# thumb_fetch_aligner

Fig. 1: thumb_fetch_aligner, clock distribution
(4 px per um)
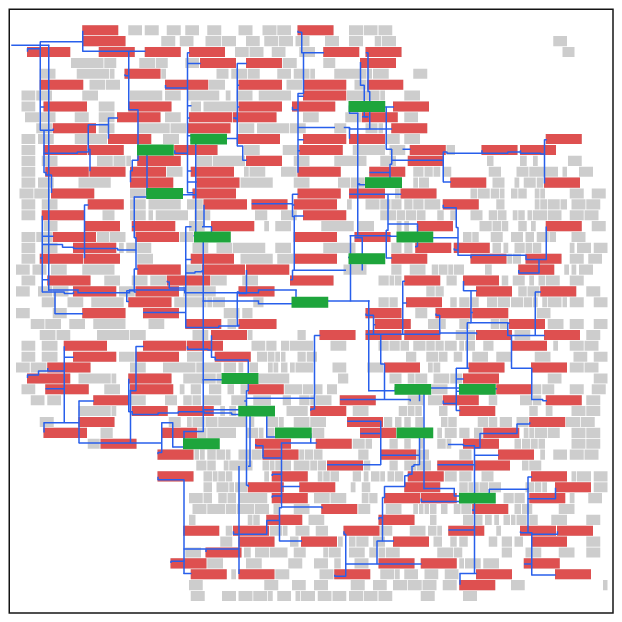

## src/rtl/thumb_fetch_aligner.sv

```systemverilog
//------------------------------------------------------------------------------
// thumb_fetch_aligner: fetches 32-bit words, buffers halfwords and presents
// one complete 16/32-bit Thumb instruction per decoder handshake.
// Revision: 1.0
//------------------------------------------------------------------------------
`default_nettype none

module thumb_fetch_aligner #(
  parameter logic [31:0] RESET_PC = 32'h0000_0000,
  parameter int          BUF_HW   = 4
) (
  input  logic        clk,
  input  logic        rst,
  output logic        o_fetch_req,
  output logic [31:0] o_fetch_addr,
  input  logic        i_fetch_ack,
  input  logic [31:0] i_fetch_data,
  input  logic        i_redirect,
  input  logic [31:0] i_redirect_pc,
  output logic        o_inst_valid,
  output logic [31:0] o_inst,
  output logic [31:0] o_inst_pc,
  output logic        o_inst_is32,
  input  logic        i_inst_ready
);

  localparam int PTR_W = $clog2(BUF_HW);
  localparam int CNT_W = PTR_W + 1;

  localparam logic [31:0]      c_reset_fetch = RESET_PC & ~32'd3;
  localparam logic [31:0]      c_reset_pc    = RESET_PC & ~32'd1;
  localparam logic [CNT_W-1:0] c_req_thresh  = CNT_W'(BUF_HW - 2);
  localparam logic [CNT_W-1:0] c_one         = CNT_W'(1);
  localparam logic [CNT_W-1:0] c_two         = CNT_W'(2);

  typedef enum logic {
    S_STREAM = 1'b0,
    S_ALIGN  = 1'b1
  } state_t;

  state_t             r_state;
  logic               r_fetch_req;
  logic [31:0]        r_fetch_addr;
  logic [31:0]        r_pc;
  logic [CNT_W-1:0]   r_count;
  logic [PTR_W-1:0]   r_rd_ptr;
  logic [PTR_W-1:0]   r_wr_ptr;
  logic [15:0]        r_buf [BUF_HW];
  logic               r_inst_valid;
  logic [31:0]        r_inst;
  logic [31:0]        r_inst_pc;
  logic               r_inst_is32;

  logic               w_xfer;
  logic [PTR_W-1:0]   w_rd_ptr_p1;
  logic [PTR_W-1:0]   w_wr_ptr_p1;
  logic [15:0]        w_h0;
  logic [15:0]        w_h1;
  logic               w_is32;
  logic               w_load;
  logic [CNT_W-1:0]   w_push;
  logic [CNT_W-1:0]   w_pop;
  logic [CNT_W-1:0]   w_count_next;

  assign w_xfer      = r_fetch_req && i_fetch_ack;
  assign w_rd_ptr_p1 = r_rd_ptr + PTR_W'(1);
  assign w_wr_ptr_p1 = r_wr_ptr + PTR_W'(1);
  assign w_h0        = r_buf[r_rd_ptr];
  assign w_h1        = r_buf[w_rd_ptr_p1];
  assign w_is32      = (w_h0[15:13] == 3'b111) && (w_h0[12:11] != 2'b00);

  // Load decision sees only the pre-push occupancy; fresh fetch data waits a cycle.
  assign w_load       = (!r_inst_valid || i_inst_ready) &&
                        (w_is32 ? (r_count >= c_two) : (r_count >= c_one));
  assign w_push       = !w_xfer ? '0 : ((r_state == S_ALIGN) ? c_one : c_two);
  assign w_pop        = !w_load ? '0 : (w_is32 ? c_two : c_one);
  assign w_count_next = r_count + w_push - w_pop;

  always_ff @(posedge clk) begin
    if (w_xfer && !i_redirect) begin
      if (r_state == S_ALIGN) begin
        r_buf[r_wr_ptr] <= i_fetch_data[31:16];
      end else begin
        r_buf[r_wr_ptr]    <= i_fetch_data[15:0];
        r_buf[w_wr_ptr_p1] <= i_fetch_data[31:16];
      end
    end
  end

  always_ff @(posedge clk or posedge rst) begin
    if (rst) begin
      r_state      <= RESET_PC[1] ? S_ALIGN : S_STREAM;
      r_fetch_req  <= 1'b0;
      r_fetch_addr <= c_reset_fetch;
      r_pc         <= c_reset_pc;
      r_count      <= '0;
      r_rd_ptr     <= '0;
      r_wr_ptr     <= '0;
      r_inst_valid <= 1'b0;
      r_inst       <= '0;
      r_inst_pc    <= c_reset_pc;
      r_inst_is32  <= 1'b0;
    end else if (i_redirect) begin
      r_state      <= i_redirect_pc[1] ? S_ALIGN : S_STREAM;
      r_fetch_req  <= 1'b0;
      r_fetch_addr <= i_redirect_pc & ~32'd3;
      r_pc         <= i_redirect_pc & ~32'd1;
      r_count      <= '0;
      r_rd_ptr     <= '0;
      r_wr_ptr     <= '0;
      r_inst_valid <= 1'b0;
    end else begin
      r_fetch_req <= (w_count_next <= c_req_thresh);
      r_count     <= w_count_next;
      r_wr_ptr    <= r_wr_ptr + w_push[PTR_W-1:0];
      r_rd_ptr    <= r_rd_ptr + w_pop[PTR_W-1:0];
      if (w_xfer) begin
        r_fetch_addr <= r_fetch_addr + 32'd4;
        r_state      <= S_STREAM;
      end
      if (w_load) begin
        r_inst_valid <= 1'b1;
        r_inst       <= w_is32 ? {w_h0, w_h1} : {w_h0, 16'h0000};
        r_inst_pc    <= r_pc;
        r_inst_is32  <= w_is32;
        r_pc         <= r_pc + (w_is32 ? 32'd4 : 32'd2);
      end else if (r_inst_valid && i_inst_ready) begin
        r_inst_valid <= 1'b0;
      end
    end
  end

  assign o_fetch_req  = r_fetch_req;
  assign o_fetch_addr = r_fetch_addr;
  assign o_inst_valid = r_inst_valid;
  assign o_inst       = r_inst;
  assign o_inst_pc    = r_inst_pc;
  assign o_inst_is32  = r_inst_is32;

endmodule

`default_nettype wire

```

## config.mk

```make
export PLATFORM = sky130hd
export DESIGN_NAME = thumb_fetch_aligner
export DESIGN_NICKNAME = d
export VERILOG_FILES = /design/src/rtl/thumb_fetch_aligner.sv
export SDC_FILE = /design/constraint.sdc
export NUM_CORES = 1
export LEC_CHECK = 0
export CORE_MARGIN = 1
export CORE_UTILIZATION = 45
export CTS_BUF_LIST = sky130_fd_sc_hd__clkbuf_16
export DETAILED_ROUTE_END_ITERATION = 10
export PLACE_DENSITY = 0.72
export SLEW_MARGIN = 40
export SYNTH_ARGS = -nofsm -noshare
export SYNTH_HDL_FRONTEND = slang
export SYNTH_SLANG_ARGS = --single-unit
```

## constraint.sdc

```tcl
create_clock -name clk -period 4.55 [get_ports clk]
set_input_delay 0.6825 -clock clk [delete_from_list [all_inputs] [get_ports clk]]
set_output_delay 0.6825 -clock clk [all_outputs]
set_load 0.05 [all_outputs]
```

# commit_arb

### src/rtl/commit_arb_pkg.sv
// Shared definitions for the commit arbiter: the "no write" register number,
// default widths, and the perf-counter width shared with other counters.
package commit_arb_pkg;

   localparam int RN_NONE    = 0;
   localparam int DEF_DATA_W = 64;
   localparam int DEF_RN_W   = 6;
   localparam int CNT_W      = 32;

endpackage

### src/rtl/rr_pick.sv
// Round-robin picker: one-hot mask of the first requester at or after ptr,
// wrapping modulo N.
module rr_pick #(
   parameter int N  = 5,
   parameter int PW = $clog2(N)
) (
   input  logic [N-1:0]  req,
   input  logic [PW-1:0] ptr,
   output logic [N-1:0]  gnt
);

   always_comb begin
      int  idx;
      logic found;
      gnt   = '0;
      found = 1'b0;
      idx   = 0;
      for (int off = 0; off < N; off++) begin
         idx = int'(ptr) + off;
         if (idx >= N) idx = idx - N;
         if (req[idx] && !found) begin
            gnt[idx] = 1'b1;
            found    = 1'b1;
         end
      end
   end

endmodule

### src/rtl/commit_arb.sv
// Round-robin commit arbiter: N_UNITS result channels onto N_WPORTS registered
// regfile write ports. Define COMMIT_ARB_STATS_EN to enable the conflict counter.
module commit_arb
   import commit_arb_pkg::*;
#(
   parameter int N_UNITS  = 5,
   parameter int N_WPORTS = 2,
   parameter int DATA_W   = DEF_DATA_W,
   parameter int RN_W     = DEF_RN_W
) (
   input  logic                         clk,
   input  logic                         rst,
   input  logic [N_UNITS-1:0]           unit_valid,
   input  logic [N_UNITS*RN_W-1:0]      unit_rn,
   input  logic [N_UNITS*DATA_W-1:0]    unit_data,
   output logic [N_UNITS-1:0]           unit_stall,
   output logic [N_WPORTS*RN_W-1:0]     write_rn,
   output logic [N_WPORTS*DATA_W-1:0]   write_data,
   output logic [CNT_W-1:0]             conflict_cnt
);

   localparam int PTR_W = $clog2(N_UNITS);

   logic [PTR_W-1:0]             ptr_q, ptr_d;
   logic [N_UNITS-1:0]           req;
   logic [N_UNITS-1:0]           granted_any;
   logic [N_UNITS-1:0]           req_stage [N_WPORTS];
   logic [N_UNITS-1:0]           gnt_stage [N_WPORTS];
   logic [N_WPORTS*RN_W-1:0]     write_rn_q, write_rn_d;
   logic [N_WPORTS*DATA_W-1:0]   write_data_q, write_data_d;

   // rn 0 is a discard: accepted silently, never arbitrated.
   always_comb begin
      req = '0;
      for (int i = 0; i < N_UNITS; i++) begin
         req[i] = unit_valid[i] && (unit_rn[i*RN_W +: RN_W] != RN_W'(RN_NONE));
      end
   end

   assign req_stage[0] = req;

   // Every stage scans from the same ptr; masking earlier winners makes each
   // stage pick the next requester in scan order.
   for (genvar k = 0; k < N_WPORTS; k++) begin : g_stage
      logic [RN_W-1:0]   rn_g;
      logic [DATA_W-1:0] data_g;

      rr_pick #(.N(N_UNITS), .PW(PTR_W)) u_pick (
         .req (req_stage[k]),
         .ptr (ptr_q),
         .gnt (gnt_stage[k])
      );

      always_comb begin
         rn_g   = '0;
         data_g = '0;
         for (int i = 0; i < N_UNITS; i++) begin
            if (gnt_stage[k][i]) begin
               rn_g   = unit_rn[i*RN_W +: RN_W];
               data_g = unit_data[i*DATA_W +: DATA_W];
            end
         end
      end

      assign write_rn_d[k*RN_W +: RN_W]       = rn_g;
      assign write_data_d[k*DATA_W +: DATA_W] = data_g;

      if (k < N_WPORTS - 1) begin : g_mask
         logic [N_UNITS-1:0] dup;

         // With no grant rn_g is 0, which no requester can match.
         always_comb begin
            dup = '0;
            for (int i = 0; i < N_UNITS; i++) begin
               dup[i] = (unit_rn[i*RN_W +: RN_W] == rn_g);
            end
         end

         assign req_stage[k+1] = req_stage[k] & ~gnt_stage[k] & ~dup;
      end
   end

   // Later stages overwrite ptr_d, so it lands just past the last grant.
   always_comb begin
      granted_any = '0;
      ptr_d       = ptr_q;
      for (int k = 0; k < N_WPORTS; k++) begin
         for (int i = 0; i < N_UNITS; i++) begin
            if (gnt_stage[k][i]) begin
               granted_any[i] = 1'b1;
               ptr_d = (i == N_UNITS - 1) ? '0 : PTR_W'(i + 1);
            end
         end
      end
   end

   assign unit_stall = req & ~granted_any;

   always_ff @(posedge clk) begin
      if (rst) begin
         ptr_q        <= '0;
         write_rn_q   <= '0;
         write_data_q <= '0;
      end else begin
         ptr_q        <= ptr_d;
         write_rn_q   <= write_rn_d;
         write_data_q <= write_data_d;
      end
   end

   assign write_rn   = write_rn_q;
   assign write_data = write_data_q;

`ifdef COMMIT_ARB_STATS_EN
   logic [CNT_W-1:0] cnt_q, cnt_d;

   always_comb begin
      cnt_d = cnt_q;
      if (|unit_stall && (cnt_q != '1)) cnt_d = cnt_q + CNT_W'(1);
   end

   always_ff @(posedge clk) begin
      if (rst) cnt_q <= '0;
      else     cnt_q <= cnt_d;
   end

   assign conflict_cnt = cnt_q;
`else
   assign conflict_cnt = '0;
`endif

endmodule

### config.mk
export PLATFORM = sky130hd
export DESIGN_NAME = commit_arb
export DESIGN_NICKNAME = d
export VERILOG_FILES = /design/src/rtl/commit_arb_pkg.sv /design/src/rtl/rr_pick.sv /design/src/rtl/commit_arb.sv
export SDC_FILE = /design/constraint.sdc
export NUM_CORES = 1
export LEC_CHECK = 0
export ABC_AREA = 1
export CAP_MARGIN = 20
export CORE_AREA = 10 10 198 200
export CTS_CLUSTER_DIAMETER = 30
export DETAILED_ROUTE_END_ITERATION = 6
export DIE_AREA = 0 0 208 210
export PLACE_DENSITY = 0.72
export SETUP_SLACK_MARGIN = 0.3
export SLEW_MARGIN = 20
export SYNTH_ARGS = -nofsm -noshare
export SYNTH_HDL_FRONTEND = slang
export SYNTH_HIERARCHICAL = 1
export SYNTH_SLANG_ARGS = --single-unit
### constraint.sdc
create_clock -name clk -period 6.49 [get_ports clk]
set_input_delay 0.649 -clock clk [delete_from_list [all_inputs] [get_ports clk]]
set_output_delay 0.649 -clock clk [all_outputs]
set_load 0.02 [all_outputs]
# div_secuencial_param

==> src/rtl/div_secuencial_param.sv <==
// div_secuencial_param: sequential radix-2 restoring divider, signed/unsigned, with zero-divisor and overflow flags
module div_secuencial_param #(
    parameter int ANCHO = 16
) (
    input  logic             clock,
    input  logic             rst,
    input  logic             comenzar,
    input  logic             con_signo,
    input  logic [ANCHO-1:0] dividendo,
    input  logic [ANCHO-1:0] divisor,
    output logic [ANCHO-1:0] cociente,
    output logic [ANCHO-1:0] residuo,
    output logic             div_cero,
    output logic             desborde,
    output logic             ocupado,
    output logic             finalizado
);
    localparam int CW = $clog2(ANCHO);
    typedef enum logic [1:0] {REPOSO, ITERA, AJUSTE} estado_t;
    estado_t          estado;
    logic [CW-1:0]    cnt;
    logic [ANCHO-1:0] p, a, b, dvd, mag_dvd, mag_dvs, q_fin, r_fin;
    logic [ANCHO:0]   p_sh, prueba;
    logic             sq, sr, cero, ovf;

    // trial subtraction, operand magnitudes and sign/exception-adjusted results
    always_comb begin
        p_sh    = {p, a[ANCHO-1]};
        prueba  = p_sh - {1'b0, b};
        mag_dvd = (con_signo && dividendo[ANCHO-1]) ? -dividendo : dividendo;
        mag_dvs = (con_signo && divisor[ANCHO-1]) ? -divisor : divisor;
        q_fin   = cero ? '1 : ovf ? {1'b0, {(ANCHO-1){1'b1}}} : sq ? -a : a;
        r_fin   = cero ? dvd : ovf ? '0 : sr ? -p : p;
    end

    // control FSM: capture, one quotient bit per cycle (dividend shifts out as quotient shifts in), then adjust
    always_ff @(posedge clock or negedge rst) begin
        if (!rst) begin
            estado     <= REPOSO;
            cnt        <= '0;
            p          <= '0;
            a          <= '0;
            b          <= '0;
            dvd        <= '0;
            sq         <= 1'b0;
            sr         <= 1'b0;
            cero       <= 1'b0;
            ovf        <= 1'b0;
            cociente   <= '0;
            residuo    <= '0;
            div_cero   <= 1'b0;
            desborde   <= 1'b0;
            ocupado    <= 1'b0;
            finalizado <= 1'b0;
        end else begin
            finalizado <= 1'b0;
            case (estado)
                REPOSO: if (comenzar) begin
                    p       <= '0;
                    a       <= mag_dvd;
                    b       <= mag_dvs;
                    dvd     <= dividendo;
                    cnt     <= '0;
                    sq      <= con_signo && (dividendo[ANCHO-1] ^ divisor[ANCHO-1]);
                    sr      <= con_signo && dividendo[ANCHO-1];
                    cero    <= divisor == '0;
                    ovf     <= con_signo && dividendo == {1'b1, {(ANCHO-1){1'b0}}} && &divisor;
                    ocupado <= 1'b1;
                    estado  <= (divisor == '0) ? AJUSTE : ITERA;
                end
                ITERA: begin
                    p   <= prueba[ANCHO] ? p_sh[ANCHO-1:0] : prueba[ANCHO-1:0];
                    a   <= {a[ANCHO-2:0], ~prueba[ANCHO]};
                    cnt <= cnt + 1'b1;
                    if (cnt == CW'(ANCHO - 1))
                        estado <= AJUSTE;
                end
                AJUSTE: begin
                    cociente   <= q_fin;
                    residuo    <= r_fin;
                    div_cero   <= cero;
                    desborde   <= ovf;
                    ocupado    <= 1'b0;
                    finalizado <= 1'b1;
                    estado     <= REPOSO;
                end
                default: estado <= REPOSO;
            endcase
        end
    end
endmodule

==> config.mk <==
export PLATFORM = sky130hd
export DESIGN_NAME = div_secuencial_param
export DESIGN_NICKNAME = d
export VERILOG_FILES = /design/src/rtl/div_secuencial_param.sv
export SDC_FILE = /design/constraint.sdc
export NUM_CORES = 1
export LEC_CHECK = 0
export ABC_AREA = 1
export ABC_CLOCK_PERIOD_IN_PS = 2860
export CORE_MARGIN = 3
export CORE_UTILIZATION = 55
export CTS_BUF_LIST = sky130_fd_sc_hd__clkbuf_16
export DETAILED_ROUTE_END_ITERATION = 6
export PLACE_DENSITY = 0.83
export SYNTH_ARGS = -nofsm -noshare
export SYNTH_HDL_FRONTEND = slang
export SYNTH_SLANG_ARGS = --single-unit
==> constraint.sdc <==
create_clock -name clock -period 2.86 [get_ports clock]
set_input_delay 0.286 -clock clock [delete_from_list [all_inputs] [get_ports clock]]
set_output_delay 0.286 -clock clock [all_outputs]
set_load 0.01 [all_outputs]
# washing_machine_sequencer

File: config.mk
export PLATFORM = sky130hd
export DESIGN_NAME = washing_machine_sequencer
export DESIGN_NICKNAME = d
export VERILOG_FILES = /design/src/rtl/washing_machine_sequencer.sv
export SDC_FILE = /design/constraint.sdc
export NUM_CORES = 1
export LEC_CHECK = 0
export CORE_ASPECT_RATIO = 0.5
export CORE_MARGIN = 2
export CORE_UTILIZATION = 40
export CTS_CLUSTER_DIAMETER = 200
export CTS_CLUSTER_SIZE = 24
export DETAILED_ROUTE_END_ITERATION = 10
export DONT_BUFFER_PORTS = 1
export GPL_ROUTABILITY_DRIVEN = 0
export SLEW_MARGIN = 0
export SYNTH_ARGS = -nofsm -noshare
export SYNTH_HDL_FRONTEND = slang
export SYNTH_SLANG_ARGS = --single-unit
File: constraint.sdc
create_clock -name clk -period 4.5 [get_ports clk]
set_input_delay 0.45 -clock clk [delete_from_list [all_inputs] [get_ports clk]]
set_output_delay 0.45 -clock clk [all_outputs]
set_load 0.03 [all_outputs]
File: src/rtl/washing_machine_sequencer.sv
// washing_machine_sequencer
//   Wash-cycle controller. On start it latches a 2-bit program and steps through
//   soak / wash / rinse (repeatable) / spin phases. Each phase is timed by an
//   internal down-counter. An open lid pauses the active phase, cancel aborts
//   to IDLE, and power_on low freezes every register.
// Ports
//   clk, rst          clock, synchronous active-high reset
//   start, mode[1:0]  start request and program select (sampled in IDLE)
//   cancel, lid       abort request, lid-open indication
//   power_on          0 holds all state
//   state[2:0]        FSM state code
//   phase_sel[1:0]    active (or paused) phase code
//   soak_en..spin_en  per-phase enables
//   time_left         countdown value in phase/PAUSE states, else 0
//   busy, done        not-IDLE flag, single-cycle completion flag
module washing_machine_sequencer #(
  parameter int TIMER_W    = 16,
  parameter int SOAK_T     = 100,
  parameter int WASH_T     = 200,
  parameter int RINSE_T    = 80,
  parameter int RINSE_REPS = 2,
  parameter int SPIN_T     = 120
) (
  input  logic               clk,
  input  logic               rst,
  input  logic               start,
  input  logic               cancel,
  input  logic               lid,
  input  logic [1:0]         mode,
  input  logic               power_on,
  output logic [2:0]         state,
  output logic [1:0]         phase_sel,
  output logic               soak_en,
  output logic               wash_en,
  output logic               rinse_en,
  output logic               spin_en,
  output logic [TIMER_W-1:0] time_left,
  output logic               busy,
  output logic               done
);

  localparam logic [2:0] S_IDLE  = 3'd0;
  localparam logic [2:0] S_READY = 3'd1;
  localparam logic [2:0] S_SOAK  = 3'd2;
  localparam logic [2:0] S_WASH  = 3'd3;
  localparam logic [2:0] S_RINSE = 3'd4;
  localparam logic [2:0] S_SPIN  = 3'd5;
  localparam logic [2:0] S_PAUSE = 3'd6;
  localparam logic [2:0] S_DONE  = 3'd7;

  localparam logic [1:0] PH_SOAK  = 2'd0;
  localparam logic [1:0] PH_WASH  = 2'd1;
  localparam logic [1:0] PH_RINSE = 2'd2;
  localparam logic [1:0] PH_SPIN  = 2'd3;

  localparam logic [TIMER_W-1:0] SOAK_L  = TIMER_W'(SOAK_T - 1);
  localparam logic [TIMER_W-1:0] WASH_L  = TIMER_W'(WASH_T - 1);
  localparam logic [TIMER_W-1:0] RINSE_L = TIMER_W'(RINSE_T - 1);
  localparam logic [TIMER_W-1:0] SPIN_L  = TIMER_W'(SPIN_T - 1);

  // Pass counter must hold values 0..RINSE_REPS.
  localparam int PW = (RINSE_REPS < 2) ? 1 : $clog2(RINSE_REPS + 1);

  logic [1:0]         mode_q, saved;
  logic [PW-1:0]      passes;
  logic [TIMER_W-1:0] cnt;

  logic [2:0]         nxt_state;
  logic [1:0]         nxt_mode, nxt_saved;
  logic [PW-1:0]      nxt_passes;
  logic [TIMER_W-1:0] nxt_cnt;
  logic               enter;
  logic [1:0]         enter_ph;
  logic [1:0]         cur_ph;
  logic [PW:0]        pass_inc, reps;
  logic               in_phase;

  // Phase states are encoded 2..5, so phase code = state - 2.
  assign cur_ph   = state[1:0] - 2'd2;
  assign in_phase = (state >= S_SOAK) && (state <= S_SPIN);
  assign pass_inc = {1'b0, passes} + (PW+1)'(1);
  assign reps     = (mode_q == 2'd1) ? (PW+1)'(1) : (PW+1)'(RINSE_REPS);

  always_comb begin
    nxt_state  = state;
    nxt_mode   = mode_q;
    nxt_saved  = saved;
    nxt_passes = passes;
    nxt_cnt    = cnt;
    enter      = 1'b0;
    enter_ph   = PH_SOAK;
    case (state)
      S_IDLE: begin
        if (start && !lid) begin
          nxt_state = S_READY;
          nxt_mode  = mode;
        end
      end
      S_READY: begin
        if (cancel) begin
          nxt_state = S_IDLE;
        end else if (!lid) begin
          // The program number happens to equal the code of its first phase.
          enter    = 1'b1;
          enter_ph = mode_q;
        end
      end
      S_SOAK, S_WASH, S_RINSE, S_SPIN: begin
        if (cancel) begin
          nxt_state = S_IDLE;
          nxt_cnt   = '0;
        end else if (lid) begin
          nxt_state = S_PAUSE;
          nxt_saved = cur_ph;
        end else if (cnt != '0) begin
          nxt_cnt = cnt - 1'b1;
        end else begin
          case (state)
            S_SOAK: begin
              enter    = 1'b1;
              enter_ph = PH_WASH;
            end
            S_WASH: begin
              enter    = 1'b1;
              enter_ph = PH_RINSE;
            end
            S_RINSE: begin
              nxt_passes = pass_inc[PW-1:0];
              if (pass_inc < reps) begin
                nxt_cnt = RINSE_L;
              end else begin
                enter    = 1'b1;
                enter_ph = PH_SPIN;
              end
            end
            default: nxt_state = S_DONE;
          endcase
        end
      end
      S_PAUSE: begin
        if (cancel) begin
          nxt_state = S_IDLE;
          nxt_cnt   = '0;
        end else if (!lid) begin
          // Resume with the held count; no reload.
          nxt_state = {1'b0, saved} + S_SOAK;
        end
      end
      default: nxt_state = S_IDLE;
    endcase

    if (enter) begin
      nxt_state = {1'b0, enter_ph} + S_SOAK;
      case (enter_ph)
        PH_SOAK:  nxt_cnt = SOAK_L;
        PH_WASH:  nxt_cnt = WASH_L;
        PH_RINSE: nxt_cnt = RINSE_L;
        default:  nxt_cnt = SPIN_L;
      endcase
      // Fresh rinse sequence; repeat passes reload in place above.
      if (enter_ph == PH_RINSE) nxt_passes = '0;
    end
  end

  always_ff @(posedge clk) begin
    if (rst) begin
      state  <= S_IDLE;
      mode_q <= 2'd0;
      saved  <= 2'd0;
      passes <= '0;
      cnt    <= '0;
    end else if (power_on) begin
      state  <= nxt_state;
      mode_q <= nxt_mode;
      saved  <= nxt_saved;
      passes <= nxt_passes;
      cnt    <= nxt_cnt;
    end
  end

  always_comb begin
    phase_sel = 2'd0;
    if (in_phase)              phase_sel = cur_ph;
    else if (state == S_PAUSE) phase_sel = saved;
  end

  assign soak_en   = (state == S_SOAK);
  assign wash_en   = (state == S_WASH);
  assign rinse_en  = (state == S_RINSE);
  assign spin_en   = (state == S_SPIN);
  assign time_left = (in_phase || state == S_PAUSE) ? cnt : '0;
  assign busy      = (state != S_IDLE);
  assign done      = (state == S_DONE);

endmodule

# mem_arbiter

--- src/rtl/mem_arb_pkg.sv ---
`default_nettype none
// ============================================================================
// Module      : mem_arb_pkg
// Description : Shared encodings for the IF/DM unified-memory arbiter.
// Revision    : 1.0 - initial release
// ============================================================================
package mem_arb_pkg;

    // Transaction sequencer states
    typedef enum logic [1:0] {
        IDLE = 2'd0,
        REQ  = 2'd1,
        RESP = 2'd2
    } state_t;

    // Owner of the transaction currently in flight
    localparam logic OWN_IF = 1'b1;
    localparam logic OWN_DM = 1'b0;

endpackage
`default_nettype wire

--- src/rtl/mem_arb_starve.sv ---
`default_nettype none
// ============================================================================
// Module      : mem_arb_starve
// Description : Saturating count of DM grants taken while IF was waiting.
//               Raises o_force_if once the count reaches STARVE_MAX.
// Revision    : 1.0 - initial release
// ============================================================================
module mem_arb_starve #(
    parameter int STARVE_MAX = 4
) (
    input  logic clk,
    input  logic rst,
    input  logic i_idle,
    input  logic i_if_req,
    input  logic i_grant_dm,
    input  logic i_grant_if,
    output logic o_force_if
);

    localparam int              c_cnt_w   = $clog2(STARVE_MAX + 1);
    localparam logic [c_cnt_w-1:0] c_cnt_max = c_cnt_w'(STARVE_MAX);

    logic [c_cnt_w-1:0] r_cnt;

    // Count DM wins against a waiting IF; any IF win or an IF-free IDLE clears
    always_ff @(posedge clk) begin
        if (!rst) begin
            r_cnt <= '0;
        end else if (i_grant_if) begin
            r_cnt <= '0;
        end else if (i_grant_dm && i_if_req) begin
            if (r_cnt != c_cnt_max) begin
                r_cnt <= r_cnt + c_cnt_w'(1);
            end
        end else if (i_idle && !i_if_req) begin
            r_cnt <= '0;
        end
    end

    assign o_force_if = (r_cnt == c_cnt_max);

endmodule
`default_nettype wire

--- src/rtl/mem_arbiter.sv ---
`default_nettype none
// ============================================================================
// Module      : mem_arbiter
// Description : Shares one single-ported memory between the instruction
//               fetch port and the load/store port, one transaction at a
//               time, with stall outputs for the waiting pipeline ports.
// Revision    : 1.0 - initial release
// ============================================================================
module mem_arbiter
    import mem_arb_pkg::*;
#(
    parameter int AW         = 32,
    parameter int DW         = 32,
    parameter int STARVE_MAX = 4
) (
    input  logic            clk,
    input  logic            rst,
    // instruction fetch port
    input  logic            if_req,
    input  logic [AW-1:0]   if_addr,
    output logic [DW-1:0]   if_rdata,
    output logic            if_valid,
    output logic            if_stall,
    // load/store port
    input  logic            dm_req,
    input  logic            dm_we,
    input  logic [DW/8-1:0] dm_be,
    input  logic [AW-1:0]   dm_addr,
    input  logic [DW-1:0]   dm_wdata,
    output logic [DW-1:0]   dm_rdata,
    output logic            dm_valid,
    output logic            dm_stall,
    // memory side
    output logic            mem_req,
    output logic            mem_we,
    output logic [DW/8-1:0] mem_be,
    output logic [AW-1:0]   mem_addr,
    output logic [DW-1:0]   mem_wdata,
    input  logic            mem_gnt,
    input  logic            mem_rvalid,
    input  logic [DW-1:0]   mem_rdata
);

    state_t r_state;
    logic   r_owner;

    logic   w_idle;
    logic   w_force_if;
    logic   w_grant_dm;
    logic   w_grant_if;
    logic   w_ack;

    // DM has priority unless IF has been passed over too many times
    assign w_idle     = (r_state == IDLE);
    assign w_grant_dm = w_idle & dm_req & (~if_req | ~w_force_if);
    assign w_grant_if = w_idle & if_req & ~w_grant_dm;

    mem_arb_starve #(
        .STARVE_MAX (STARVE_MAX)
    ) u_starve (
        .clk        (clk),
        .rst        (rst),
        .i_idle     (w_idle),
        .i_if_req   (if_req),
        .i_grant_dm (w_grant_dm),
        .i_grant_if (w_grant_if),
        .o_force_if (w_force_if)
    );

    // Completion is only honoured in RESP and never while reset is asserted,
    // so an abandoned transaction can not produce a late valid pulse.
    assign w_ack    = rst & (r_state == RESP) & mem_rvalid;
    assign if_valid = w_ack & (r_owner == OWN_IF);
    assign dm_valid = w_ack & (r_owner == OWN_DM);
    assign if_rdata = if_valid ? mem_rdata : '0;
    assign dm_rdata = dm_valid ? mem_rdata : '0;
    assign if_stall = if_req & ~if_valid;
    assign dm_stall = dm_req & ~dm_valid;

    // Sequencer: latch winner in IDLE, hold request until grant, await ack
    always_ff @(posedge clk) begin
        if (!rst) begin
            r_state   <= IDLE;
            r_owner   <= OWN_DM;
            mem_req   <= 1'b0;
            mem_we    <= 1'b0;
            mem_be    <= '0;
            mem_addr  <= '0;
            mem_wdata <= '0;
        end else begin
            case (r_state)
                IDLE: begin
                    if (w_grant_dm || w_grant_if) begin
                        r_state   <= REQ;
                        mem_req   <= 1'b1;
                        r_owner   <= w_grant_if ? OWN_IF : OWN_DM;
                        mem_we    <= w_grant_if ? 1'b0 : dm_we;
                        mem_be    <= w_grant_if ? '1 : dm_be;
                        mem_addr  <= w_grant_if ? if_addr : dm_addr;
                        mem_wdata <= w_grant_if ? '0 : dm_wdata;
                    end
                end
                REQ: begin
                    if (mem_gnt) begin
                        r_state <= RESP;
                        mem_req <= 1'b0;
                    end
                end
                RESP: begin
                    if (mem_rvalid) begin
                        r_state <= IDLE;
                    end
                end
                default: begin
                    r_state <= IDLE;
                    mem_req <= 1'b0;
                end
            endcase
        end
    end

endmodule
`default_nettype wire

--- config.mk ---
export PLATFORM = sky130hd
export DESIGN_NAME = mem_arbiter
export DESIGN_NICKNAME = d
export VERILOG_FILES = /design/src/rtl/mem_arb_pkg.sv /design/src/rtl/mem_arb_starve.sv /design/src/rtl/mem_arbiter.sv
export SDC_FILE = /design/constraint.sdc
export NUM_CORES = 1
export LEC_CHECK = 0
export CAP_MARGIN = 20
export CELL_PAD_IN_SITES_DETAIL_PLACEMENT = 1
export CELL_PAD_IN_SITES_GLOBAL_PLACEMENT = 1
export CORE_MARGIN = 8
export CORE_UTILIZATION = 26
export DETAILED_ROUTE_END_ITERATION = 6
export PLACE_DENSITY_LB_ADDON = 0.1
export SYNTH_ARGS = -nofsm -noshare
export SYNTH_HDL_FRONTEND = slang
export SYNTH_SLANG_ARGS = --single-unit
--- constraint.sdc ---
create_clock -name clk -period 2.9 [get_ports clk]
set_clock_uncertainty 0.05 [all_clocks]
set_input_delay 0.58 -clock clk [delete_from_list [all_inputs] [get_ports clk]]
set_output_delay 0.58 -clock clk [all_outputs]
set_load 0.02 [all_outputs]
Fig. 2: commit_arb, local utilization
(1.5 px per um) 21 x 21 tiles, from white (low) to dark blue (high), 0 to 100% covered.
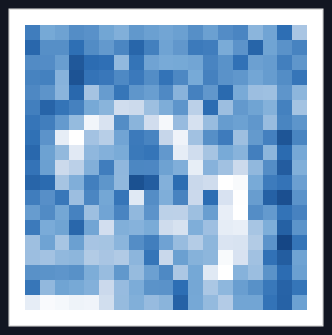
mean over tiles: 42%
fullest tile: 91%
tiles over 75% full: 7.3%
emptiest ninth of the die: lower left
nearly empty tiles: 19%

Fig. 3: commit_arb, clock distribution
(3 px per um)
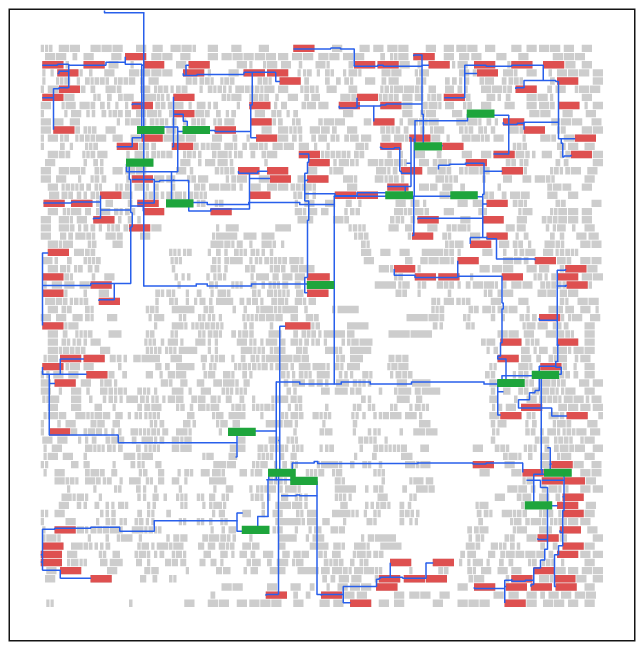
[clock wires] blue | length: 2570 um
[flip-flops] red | count: 143
[clock-net drivers] green | count: 17
flops lie: widely spread

==> run_results.csv, commit_arb <==
group,metric,value,unit
run_status,status,"complete, no violations",
clock_tree,cts_buffers,17,
synth,ys_warn_count,6,
power,netSwitchingFraction,57.9,%
drt,wl,73.2,mm
cells_and_area,areaGrowthSynthToFinish,55.5,%
drt,final_antenna_net_count,0,
synth,yosysUniqueCellTypes,47,
power,leakagePower,8.28,nW
cells_and_area,clkbuf_count,21,
synth,yosys_area,12100,um2
grt,track_usage,31.3,%
worst_setup_path,path_max_fanout,8,
floorplan,core,35200,um2
min_path,hold_start,"rst",
cells_and_area,seq_area_share,15.2,%
power,p_int,5.76,mW
grt,gr-usage-met3,7.94,%
worst_setup_path,cp-end-kind,"output pin",
cells_and_area,fillers,3493,
drt,dr.pass1.iters,6,
worst_setup_path,critPathKind,"flip-flop to output pin",
timing,setup-violations-final,0,
worst_setup_path,r2r_end,"write_rn[10]",
drt,wl_per_cell,24.4,um
timing,hold_viol,0,
drt,wl_met3,7.38,mm
grt,grt_use_met2,52.7,%
power,p_per_area,725,nW/um2
placed_design,io_buffer_count,501,
grt,use_met1,37.6,%
## commit_arb: metrics by stage
stage                     utilization (%)  worst slack (ns)  cells  area [um2]
after floorplan                         -             0.661   2038       12200
after detailed placement             51.0            -0.262   2946       18000
after global placement               51.0            -0.234   2946       18000
after CTS                            52.7             0.304   2982       18600
final                                53.6             0.608   2997       18900
after global routing                 53.5             0.241   2994       18900
## commit_arb: worst max-delay path, delay by kind of cell, from the launching register on
kind                     cells  cell delay [ns]
AND/OR/NAND/NOR             27             3.25
buffers and inverters        5             0.57
flip-flops                   1             0.36
adder cells (fa/ha/maj)      1             0.31
AND-OR/OR-AND                1             0.27
Fig. 4: mem_arbiter, supply network
(3 px per um) Pins as bars on the die edge.
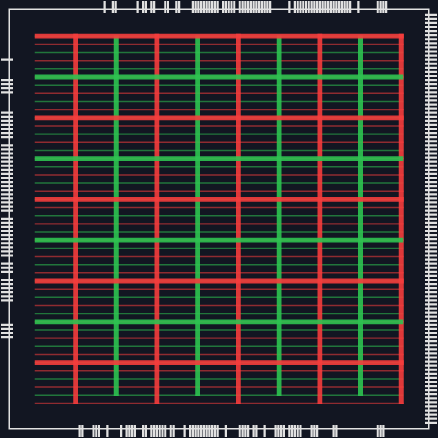
| net | colour |
|---|---|
| VDD | green |
| VSS | red |
met5 straps: 9
rows: 45
met1 rails: 46
met4 straps: 9
signal pins: 277

Fig. 5: mem_arbiter, clock distribution
(4 px per um)
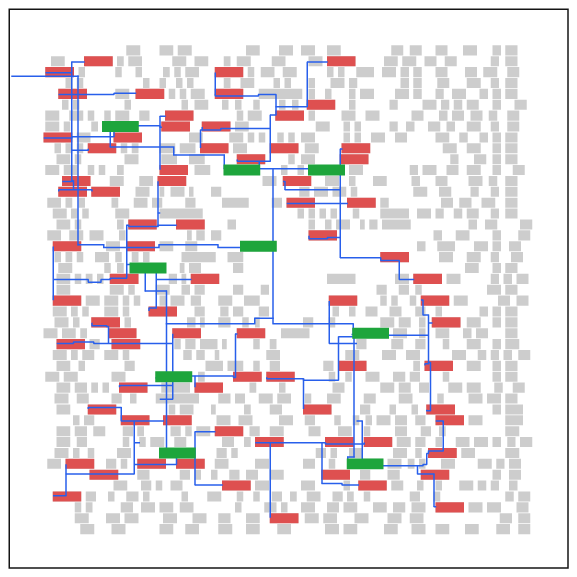
[clock-net drivers] green | count: 9
[clock wires] blue | length: 1190 um
[flip-flops] red | count: 76
flops lie: widely spread
routed clock nets: 10

==> run_results.csv, mem_arbiter <==
group,metric,value,unit
timing,hold_viol,0,
grt,gr-usage-met3,7.66,%
worst_setup_path,crit_path_start_kind,"primary input",
cells_and_area,comb_area_share,29.6,%
job,tool_warnings,27,
run_status,status,"complete, no violations",
min_path,hold_path.class,"flip-flop to flip-flop",
clock_tree,postCtsSetupBuffers,0,
synth,area_leaders,"dfxtp_1, and2_1, a21oi_1",
floorplan,core,15000,um2
synth,synth-cells-yosys,475,
min_path,hold_start,"mem_wdata[4]",
drt,wl_met3,1.94,mm
cells_and_area,fillers,1758,
clock_tree,cts_tree,"done",
timing,maxSlewHeadroom,53.2,%
grt,grt_max_degree,42,
cells_and_area,final_cell_mix,"clkdlybuf4s50_1, dfxtp_1, a21oi_1",
drt,drt-initial-drc-count,192,
power,powerClk,1.30,mW
worst_setup_path,critPathKind,"primary input to output pin",
worst_setup_path,critPathRequiredTime,2.27,ns
drt,via_per_inst,5.11,
cells_and_area,nNonClkInverters,4,
cells_and_area,n_antenna_cell,1,
synth,ys.flop_type,"dfxtp_1",
synth,synthTopCellsByCount,"dfxtp_1, a21oi_1, and2_1",
placed_design,io_buffer_count,276,
timing,finalMaxSlewViolations,0,
drt,drc_errors,0,
worst_setup_path,path_delay_family,"buffers and inverters",
synth,ys.flops,76,
min_path,hold_depth,2,
drt,routedLengthMet1,7.74,mm
cells_and_area,clk_share,4.79,%
cells_and_area,buffer_area_share,40.6,%
placed_design,pre_cts_ws,-0.143,ns
cells_and_area,buffers,294,
grt,grt_pass1_wl,30.0,mm
cells_and_area,logic_gates,338,
job,cap_violations,0,
floorplan,die_area,19400,um2
cells_and_area,stdcell_count,917,
timing,period_used_share,94.5,%
clock_tree,cts_buffers,9,
cells_and_area,seq_area_share,21.4,%
cells_and_area,finish.instance_area,7100,um2
drt,wl_per_cell,21.4,um
cells_and_area,drive_gt1_share,7.14,%
power,seqPwrFrac,35.0,%
[mem_arbiter: worst register-to-register path: cells and delay by family, from the launching register on]
| kind | cells | cell delay, ns |
|---|---|---|
| buf+inv | 1 | 0.37 |
| compound gates | 2 | 0.42 |
| simple gates | 1 | 0.55 |
| flops | 1 | 0.57 |
[mem_arbiter: flip-flops by register name, summed over array words and instances (netlist names)]
name,flops
r_state,2
u_starve.r_cnt,3
mem_addr,32
r_owner,1
mem_be,4
mem_we,1
mem_req,1
mem_wdata,32
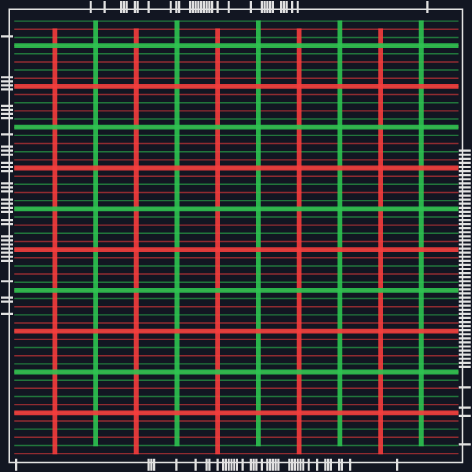
Fig. 6. Supply network (thumb_fetch_aligner).
(3 px per um) Pins as bars on the die edge.
| net | colour |
|---|---|
| VDD | green |
| VSS | red |
met5 straps: 10
rows: 53

## Picture notes: Fig. 1
[clock wires] blue | length: 2310 um
[clock-net drivers] green | count: 17
[flip-flops] red | count: 199
routed clock nets: 18

==> run_results.csv, thumb_fetch_aligner <==
group,metric,value,unit
timing,tns,0,ns
drt,drc_errors,0,
clock_tree,post_cts_resized,0,
power,ir_worst_vdd,0.314,mV
worst_setup_path,cp-startpoint,"r_rd_ptr[0]",
drt,top_layer_used,"met4",
placed_design,place_area,11900,um2
synth,ys_seq_share,53.3,%
synth,xor_area_share,3.00,%
cells_and_area,clkbuf_count,17,
power,netSwitchingFraction,41.1,%
job,tool_warnings,27,
min_path,hold_start,"o_inst[4]",
timing,period_used_share,76.9,%
cells_and_area,final_cell_mix,"clkdlybuf4s50_1, dfrtp_1, mux2_2",
worst_setup_path,path_max_fanout,27,
synth,ys.flop_type,"dfrtp_1",
floorplan,fp_util,46.5,%
worst_setup_path,reg2regPathDepth,11,
drt,wl_per_cell,19.5,um
cells_and_area,flops,199,
worst_setup_path,r2r_slack,1.05,ns
timing,fin_worst_skew,0.0120,ns
run_status,status,"complete, no violations",
worst_setup_path,worst_path_largest_cell_delay,0.57,ns
drt,wl_met2,11.7,mm
[thumb_fetch_aligner: state kept, by name (all words and copies together), names as in the netlist]
signal / cells
o_fetch_addr: 30
o_fetch_req: 1
o_inst: 32
o_inst_is32: 1
o_inst_pc: 31
o_inst_valid: 1
r_buf: 64
r_count: 3
r_pc: 31
r_rd_ptr: 2
r_state: 1
r_wr_ptr: 2
[thumb_fetch_aligner: per-layer routing]
layer	vias up	global-route usage, %
met3	34	3.55
met2	232	35.6
met4	0	7.10
met5	-	0
li1	3210	-
met1	3532	29.2
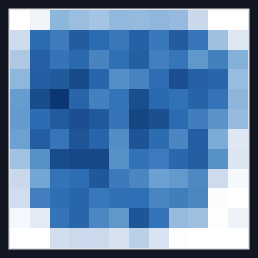
Fig. 7. Local utilization (div_secuencial_param).
(2 px per um) 12 x 12 tiles, from white (low) to dark blue (high), 0 to 100% covered.
nearly empty tiles: 8.3%
mean over tiles: 56%
emptiest ninth of the die: lower right
fullest tile: 98%
tiles over 75% full: 31%

Fig. 8: div_secuencial_param, routing congestion map
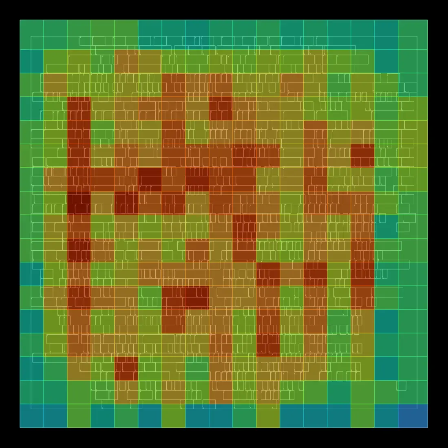
met3 Use GR: 5.37%
GRT busiest layer: met2

==> run_results.csv, div_secuencial_param <==
group,metric,value,unit
power,seqPwrFrac,29.8,%
timing,period_used_share,86.3,%
run_status,status,"finished, violations left",
placed_design,place_area,7900,um2
job,tool_warnings,27,
cells_and_area,buffers,81,
worst_setup_path,cp-startpoint,"a[15]",
worst_setup_path,cp_slowest_cell,"fa_1",
worst_setup_path,r2r_end,"p[1]",
timing,hold_viol,1,
min_path,hold_path.class,"primary input to async pin",
floorplan,die_x,119,um
timing,tns,0,ns
synth,ys.flops,110,
timing,fin_ws,0.390,ns
synth,synthTopCellsByCount,"nand2_1, inv_1, nand3_1",
cells_and_area,flops,110,
clock_tree,cts_tree,"done",
clock_tree,cts_buffers,9,
run_status,violations,"hold timing",
drt,drc_errors,0,
power,p_per_area,1210,nW/um2
clock_tree,post_cts_resized,0,
timing,rsz0062_at_grt,"false",
cells_and_area,nNonClkInverters,141,
timing,holdWs,-0.000495,ns
synth,ys_seq_share,39.2,%
power,powerComb,5.75,mW
## div_secuencial_param: registers in the layout (all words and copies together) (netlist names)
signal      count
finalizado      1
dvd            16
div_cero        1
ovf             1
cnt             4
desborde        1
sq              1
residuo        16
sr              1
b              16
p              16
estado          2
cero            1
cociente       16
ocupado         1
a              16
## div_secuencial_param: layer usage
layer / part of all wire [%] / up-vias / wire (um)
li1: - / 3369 / -
met1: 45 / 3091 / 8100
met2: 45 / 263 / 8110
met3: 7.6 / 32 / 1370
met4: 2.2 / 0 / 395
met5: 0 / - / 0
Fig. 9: washing_machine_sequencer, clock distribution
(8 px per um)
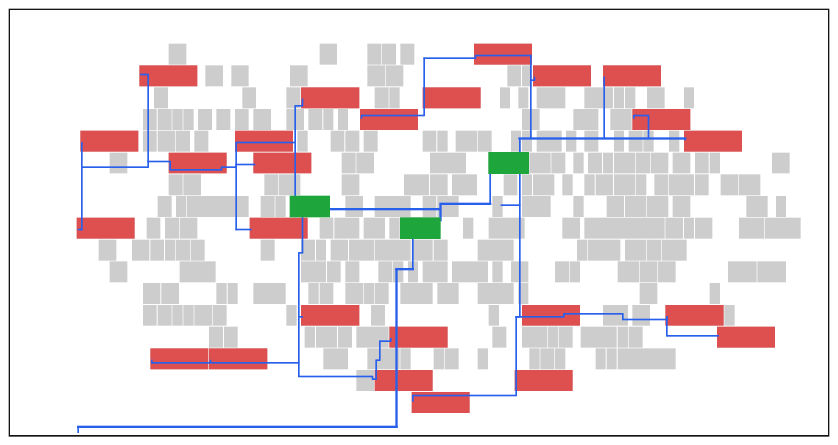
[clock wires] blue | length: 398 um
[clock-net drivers] green | count: 3
[flip-flops] red | count: 25
routed clock nets: 4

==> run_results.csv, washing_machine_sequencer <==
group,metric,value,unit
cells_and_area,flops,25,
power,powerClk,141,uW
worst_setup_path,path_cells,"nor3b_2 > a31oi_1 > o41ai_4 > o31a_1 > a21oi_1 > a311oi_1",
synth,ys_warn_count,0,
synth,synth_cells,261,
synth,yosysUniqueCellTypes,54,
drt,wl,5.26,mm
run_status,status,"complete, no violations",
drt,drc_errors,0,
power,comb_power_share,15.8,%
synth,top_area_share,25.9,%
placed_design,io_buffer_count,0,
cells_and_area,stdcell_count,319,
placed_design,dp_hpwl,3.83,mm
power,clkPwrFrac,31.7,%
cells_and_area,logic_gates,211,
floorplan,chipHeight,53.1,um
worst_setup_path,reg2regPathDepth,6,
## washing_machine_sequencer: Yosys cell counts, drive strengths merged (5+ instances only)
library cell,n
a21oi,27
dfxtp,25
nand2,25
nor2,25
o21ai,21
and2,17
inv,12
nor3,12
clkbuf,9
a31oi,7
ha,7
nand4,7
nand3,5
## washing_machine_sequencer: metrics by stage
stage	util [%]	power, mW	hold slack, ns
2_1_floorplan	-	0.296	0.458
3_3_place_gp	43.6	0.306	0.476
3_5_place_dp	43.6	0.306	0.478
4_1_cts	44.6	0.445	0.226
5_1_grt	44.6	0.465	0.216
6_report	44.6	0.444	0.232

# l1_req_seq

--- src/rtl/l1_req_seq.sv ---
// L1 request sequencer: accepts one CPU request at a time, runs the tag
// lookup, issues a downstream request on misses or upgrades, waits for the
// downstream response with a timeout, and returns the CPU response.

package cache_pkg;

  // Sequencer states, also exported on req_curSt
  typedef enum logic [2:0] {
    REQ_IDLE       = 3'd0,
    REQ_LOOKUP     = 3'd1,
    REQ_SDREQ      = 3'd2,
    REQ_WAIT_SURSP = 3'd3,
    REQ_RSP_CURSP  = 3'd4
  } req_st_e;

  // Bit indices into the one-hot req_status vector
  localparam int unsigned READ_HIT   = 3;
  localparam int unsigned WRITE_HIT  = 2;
  localparam int unsigned READ_MISS  = 1;
  localparam int unsigned WRITE_MISS = 0;

  // MESI block states
  localparam logic [2:0] INVALID   = 3'd0;
  localparam logic [2:0] SHARED    = 3'd1;
  localparam logic [2:0] EXCLUSIVE = 3'd2;
  localparam logic [2:0] MODIFIED  = 3'd3;

  // Downstream request types
  localparam logic [2:0] SDREQ_RD  = 3'd0;
  localparam logic [2:0] SDREQ_RDX = 3'd1;
  localparam logic [2:0] SDREQ_INV = 3'd2;
  localparam logic [2:0] SDREQ_WB  = 3'd3;

  // Downstream response codes; only SNOOP and FETCH are legal completions
  localparam logic [2:0] SURSP_NONE  = 3'd0;
  localparam logic [2:0] SURSP_SNOOP = 3'd1;
  localparam logic [2:0] SURSP_FETCH = 3'd2;
  localparam logic [2:0] SURSP_ERR   = 3'd3;

endpackage

module l1_req_seq
  import cache_pkg::*;
#(
  parameter int unsigned ADDR_W = 32,
  parameter int unsigned TO_CYC = 64
) (
  input  logic              clk,
  input  logic              rst,
  input  logic              cpu_req_vld,
  output logic              cpu_req_rdy,
  input  logic              cpu_req_wr,
  input  logic [ADDR_W-1:0] cpu_req_addr,
  input  logic              lkup_hit,
  input  logic [2:0]        blk_curSt,
  input  logic [2:0]        init_sdreq,
  output logic [3:0]        req_status,
  output logic [2:0]        req_curSt,
  output logic              sdreq_vld,
  input  logic              sdreq_rdy,
  output logic [2:0]        sdreq_type,
  output logic [ADDR_W-1:0] sdreq_addr,
  input  logic              sursp_vld,
  input  logic [2:0]        sursp_rsp,
  output logic [2:0]        sursp_q,
  output logic              blk_wr_en,
  output logic              cpu_rsp_vld,
  input  logic              cpu_rsp_rdy,
  output logic              cpu_rsp_err
);

  localparam int unsigned CNT_W = (TO_CYC > 2) ? $clog2(TO_CYC) : 1;
  localparam logic [CNT_W-1:0] CNT_MAX = CNT_W'(TO_CYC - 1);

  req_st_e           r_state;
  req_st_e           w_nxt_state;
  logic [ADDR_W-1:0] r_addr;
  logic              r_wr;
  logic [3:0]        r_status;
  logic              r_sdreq_vld;
  logic [2:0]        r_sdreq_type;
  logic [2:0]        r_sursp_q;
  logic              r_blk_wr_en;
  logic              r_cpu_rsp_vld;
  logic              r_err;
  logic              r_req_rdy;
  logic [CNT_W-1:0]  r_cnt;

  logic              w_accept;
  logic              w_lk_direct;
  logic              w_lk_sdreq;
  logic              w_sd_fire;
  logic              w_rsp_take;
  logic              w_bad_rsp;
  logic              w_timeout;
  logic              w_rsp_done;
  logic              w_enter_rsp;
  logic              w_err_nxt;
  logic [3:0]        w_status;

  // State register
  always_ff @(posedge clk) begin
    if (rst) begin
      r_state <= REQ_IDLE;
    end else begin
      r_state <= w_nxt_state;
    end
  end

  // Next-state logic and per-state handshake events
  always_comb begin
    w_nxt_state = r_state;
    w_accept    = 1'b0;
    w_lk_direct = 1'b0;
    w_lk_sdreq  = 1'b0;
    w_sd_fire   = 1'b0;
    w_rsp_take  = 1'b0;
    w_bad_rsp   = 1'b0;
    w_timeout   = 1'b0;
    w_rsp_done  = 1'b0;
    unique case (r_state)
      REQ_IDLE: begin
        if (cpu_req_vld) begin
          w_accept    = 1'b1;
          w_nxt_state = REQ_LOOKUP;
        end
      end
      REQ_LOOKUP: begin
        // A write hit on a SHARED block still needs an upgrade downstream
        if (lkup_hit && (!r_wr || (blk_curSt != SHARED))) begin
          w_lk_direct = 1'b1;
          w_nxt_state = REQ_RSP_CURSP;
        end else begin
          w_lk_sdreq  = 1'b1;
          w_nxt_state = REQ_SDREQ;
        end
      end
      REQ_SDREQ: begin
        if (sdreq_rdy) begin
          w_sd_fire   = 1'b1;
          w_nxt_state = REQ_WAIT_SURSP;
        end
      end
      REQ_WAIT_SURSP: begin
        // A response arriving in the timeout cycle takes priority
        if (sursp_vld) begin
          w_rsp_take  = 1'b1;
          w_bad_rsp   = (sursp_rsp != SURSP_SNOOP) && (sursp_rsp != SURSP_FETCH);
          w_nxt_state = REQ_RSP_CURSP;
        end else if (r_cnt == CNT_MAX) begin
          w_timeout   = 1'b1;
          w_nxt_state = REQ_RSP_CURSP;
        end
      end
      REQ_RSP_CURSP: begin
        if (cpu_rsp_rdy) begin
          w_rsp_done  = 1'b1;
          w_nxt_state = REQ_IDLE;
        end
      end
      default: begin
        w_nxt_state = REQ_IDLE;
      end
    endcase
  end

  // Lookup classification and response-entry error
  always_comb begin
    w_status             = 4'b0000;
    w_status[READ_HIT]   = lkup_hit & ~r_wr;
    w_status[WRITE_HIT]  = lkup_hit & r_wr;
    w_status[READ_MISS]  = ~lkup_hit & ~r_wr;
    w_status[WRITE_MISS] = ~lkup_hit & r_wr;
    w_enter_rsp          = w_lk_direct | w_rsp_take | w_timeout;
    w_err_nxt            = w_timeout | w_bad_rsp;
  end

  // Transaction datapath and registered outputs
  always_ff @(posedge clk) begin
    if (rst) begin
      r_addr        <= '0;
      r_wr          <= 1'b0;
      r_status      <= 4'b0000;
      r_sdreq_vld   <= 1'b0;
      r_sdreq_type  <= SDREQ_RD;
      r_sursp_q     <= 3'd0;
      r_blk_wr_en   <= 1'b0;
      r_cpu_rsp_vld <= 1'b0;
      r_err         <= 1'b0;
      r_req_rdy     <= 1'b1;
      r_cnt         <= '0;
    end else begin
      r_blk_wr_en <= 1'b0;
      r_req_rdy   <= (w_nxt_state == REQ_IDLE);
      if (w_accept) begin
        r_addr <= cpu_req_addr;
        r_wr   <= cpu_req_wr;
      end
      if (r_state == REQ_LOOKUP) begin
        r_status <= w_status;
      end
      if (w_lk_sdreq) begin
        r_sdreq_vld  <= 1'b1;
        r_sdreq_type <= init_sdreq;
      end
      if (w_sd_fire) begin
        r_sdreq_vld <= 1'b0;
        r_cnt       <= '0;
      end
      if ((r_state == REQ_WAIT_SURSP) && !sursp_vld && (r_cnt != CNT_MAX)) begin
        r_cnt <= r_cnt + 1'b1;
      end
      if (w_rsp_take) begin
        r_sursp_q <= sursp_rsp;
      end
      if (w_enter_rsp) begin
        r_cpu_rsp_vld <= 1'b1;
        r_blk_wr_en   <= ~w_err_nxt;
        r_err         <= w_err_nxt;
      end
      if (w_rsp_done) begin
        r_cpu_rsp_vld <= 1'b0;
        r_status      <= 4'b0000;
        r_err         <= 1'b0;
        r_cnt         <= '0;
      end
    end
  end

  assign cpu_req_rdy = r_req_rdy;
  assign req_curSt   = r_state;
  assign req_status  = r_status;
  assign sdreq_vld   = r_sdreq_vld;
  assign sdreq_type  = r_sdreq_type;
  assign sdreq_addr  = r_addr;
  assign sursp_q     = r_sursp_q;
  assign blk_wr_en   = r_blk_wr_en;
  assign cpu_rsp_vld = r_cpu_rsp_vld;
  assign cpu_rsp_err = r_err;

endmodule

--- config.mk ---
export PLATFORM = sky130hd
export DESIGN_NAME = l1_req_seq
export DESIGN_NICKNAME = d
export VERILOG_FILES = /design/src/rtl/l1_req_seq.sv
export SDC_FILE = /design/constraint.sdc
export NUM_CORES = 1
export LEC_CHECK = 0
export CORE_ASPECT_RATIO = 1.25
export CORE_MARGIN = 5
export CORE_UTILIZATION = 40
export CTS_CLUSTER_SIZE = 24
export DETAILED_ROUTE_END_ITERATION = 12
export PLACE_DENSITY = 0.89
export SYNTH_ARGS = -nofsm -noshare
export SYNTH_HDL_FRONTEND = slang
export SYNTH_SLANG_ARGS = --single-unit
export TNS_END_PERCENT = 1
--- constraint.sdc ---
create_clock -name clk -period 1.9 [get_ports clk]
set_input_delay 0.38 -clock clk [delete_from_list [all_inputs] [get_ports clk]]
set_output_delay 0.38 -clock clk [all_outputs]
set_load 0.02 [all_outputs]
Fig. 10: l1_req_seq, M4 wires
(4 px per um)
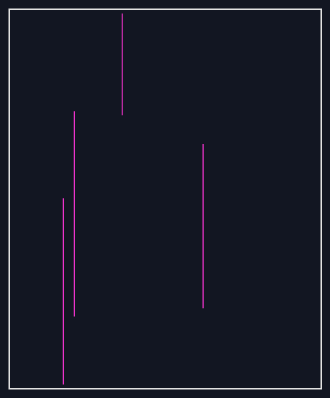
main direction: vertical
wire length on this layer: 163 um
longest straight run: 51.0 um
nets with wire on the layer: 3
wirelength, routed: 6.22 mm
DR vias: 2245

==> run_results.csv <==
group,metric,value,unit
run_status,status,"complete, no violations",
cells_and_area,final-comb-area,1020,um2
job,cap_violations,0,
timing,rsz0062_at_grt,"false",
synth,synth_area_per_cell,8.46,um2
floorplan,die_area,7330,um2
synth,ys_seq_share,49.9,%
clock_tree,postCtsSetupBuffers,0,
grt,grt_max_degree,34,
worst_setup_path,path_delay_family,"buffers and inverters",
floorplan,tap-cell-count,64,
synth,synth.most_common_cell,"nand2_1",
power,power.total,2.92,mW
synth,synthTopCellsByCount,"nand2_1, dfxtp_1, a21oi_1",
power,ir_worst_vdd,0.505,mV
synth,top_logic_kind,"simple AND/OR/NAND/NOR gates",
grt,busiest_layer,"met2",
timing,max_freq,0.556,GHz
worst_setup_path,r2r_slack,0.26,ns
synth,synth_cells,270,
grt,gr-usage-met3,5.73,%
drt,wl_met3,513,um
synth,async_flop_share,0,%
cells_and_area,fin_nets,422,
synth,ys_sh_aoi,15.8,%
clock_tree,cts-hold-fix-buffers,0,
synth,top_area_share,49.9,%
floorplan,core,5480,um2
cells_and_area,logic_gates,193,
cells_and_area,regArea,1140,um2
cells_and_area,nNonClkInverters,0,
cells_and_area,flops,57,
drt,via_per_inst,5.09,
worst_setup_path,arrival,1.42,ns
cells_and_area,comb_area_share,28.9,%
Fig. 11: l1_req_seq, routing congestion map
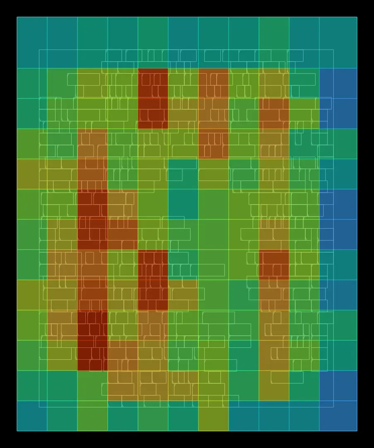
Routed WL per cell: 14.1 um
Layout Utilization: 64.2%
GRT met2 Usage: 28.6%

[state kept, by name (all words and copies together), names as in the netlist]
register	flops
blk_wr_en	1
r_wr	1
r_cnt	6
sdreq_addr	32
cpu_rsp_vld	1
sdreq_type	3
cpu_req_rdy	1
cpu_rsp_err	1
req_status	4
sdreq_vld	1
sursp_q	3
req_curSt	3
[where the power goes]
group	internal, mW	switching [mW]	total (mW)
combinational	0.316	0.310	0.626
sequential	1.27	0.0472	1.32
clock	0.538	0.435	0.973


==> screenshots <==
M4 wires.
image #1
(2 px per um)
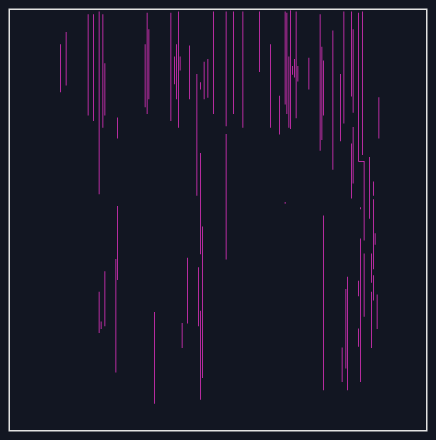
image #2
(2 px per um)
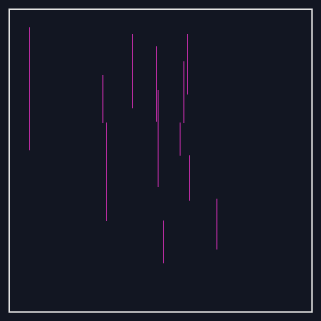
image #3
(3 px per um)
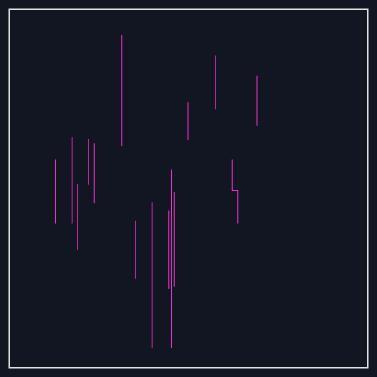
image #4
(3 px per um)
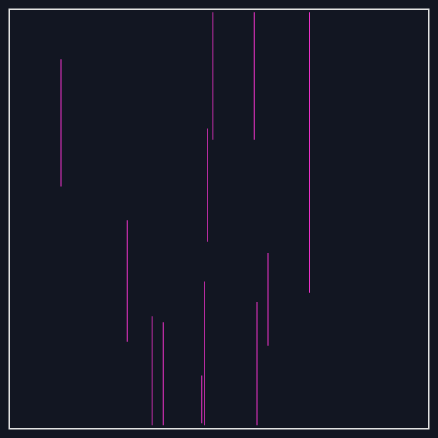
| picture | from |
|---|---|
| image #3 | div_secuencial_param |
| image #4 | mem_arbiter |
| image #1 | commit_arb |
| image #2 | thumb_fetch_aligner |
The one with the largest die is image #1.
The one with the smallest die is image #3.


==> notes/layouts.md <==
Pictures saved along the way, in no particular order.

Local utilization.
panel A
(2 px per um) 14 x 14 tiles, from white (low) to dark blue (high), 0 to 100% covered.
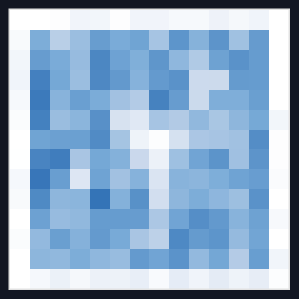
panel B
(2 px per um) 15 x 15 tiles, from white (low) to dark blue (high), 0 to 100% covered.
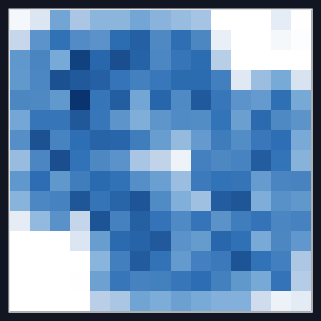
panel C
(3 px per um) 8 x 9 tiles, from white (low) to dark blue (high), 0 to 100% covered.
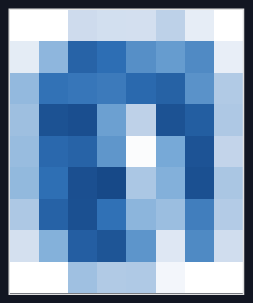
panel D
(4 px per um) 10 x 5 tiles, from white (low) to dark blue (high), 0 to 100% covered.
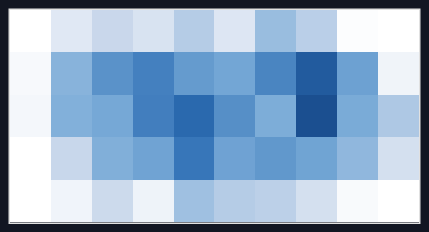
- washing_machine_sequencer = panel D
- l1_req_seq = panel C
- thumb_fetch_aligner = panel B
- mem_arbiter = panel A
Of these, largest die: panel B

Power figures rest on the tool's default switching activity, not on a simulated workload.
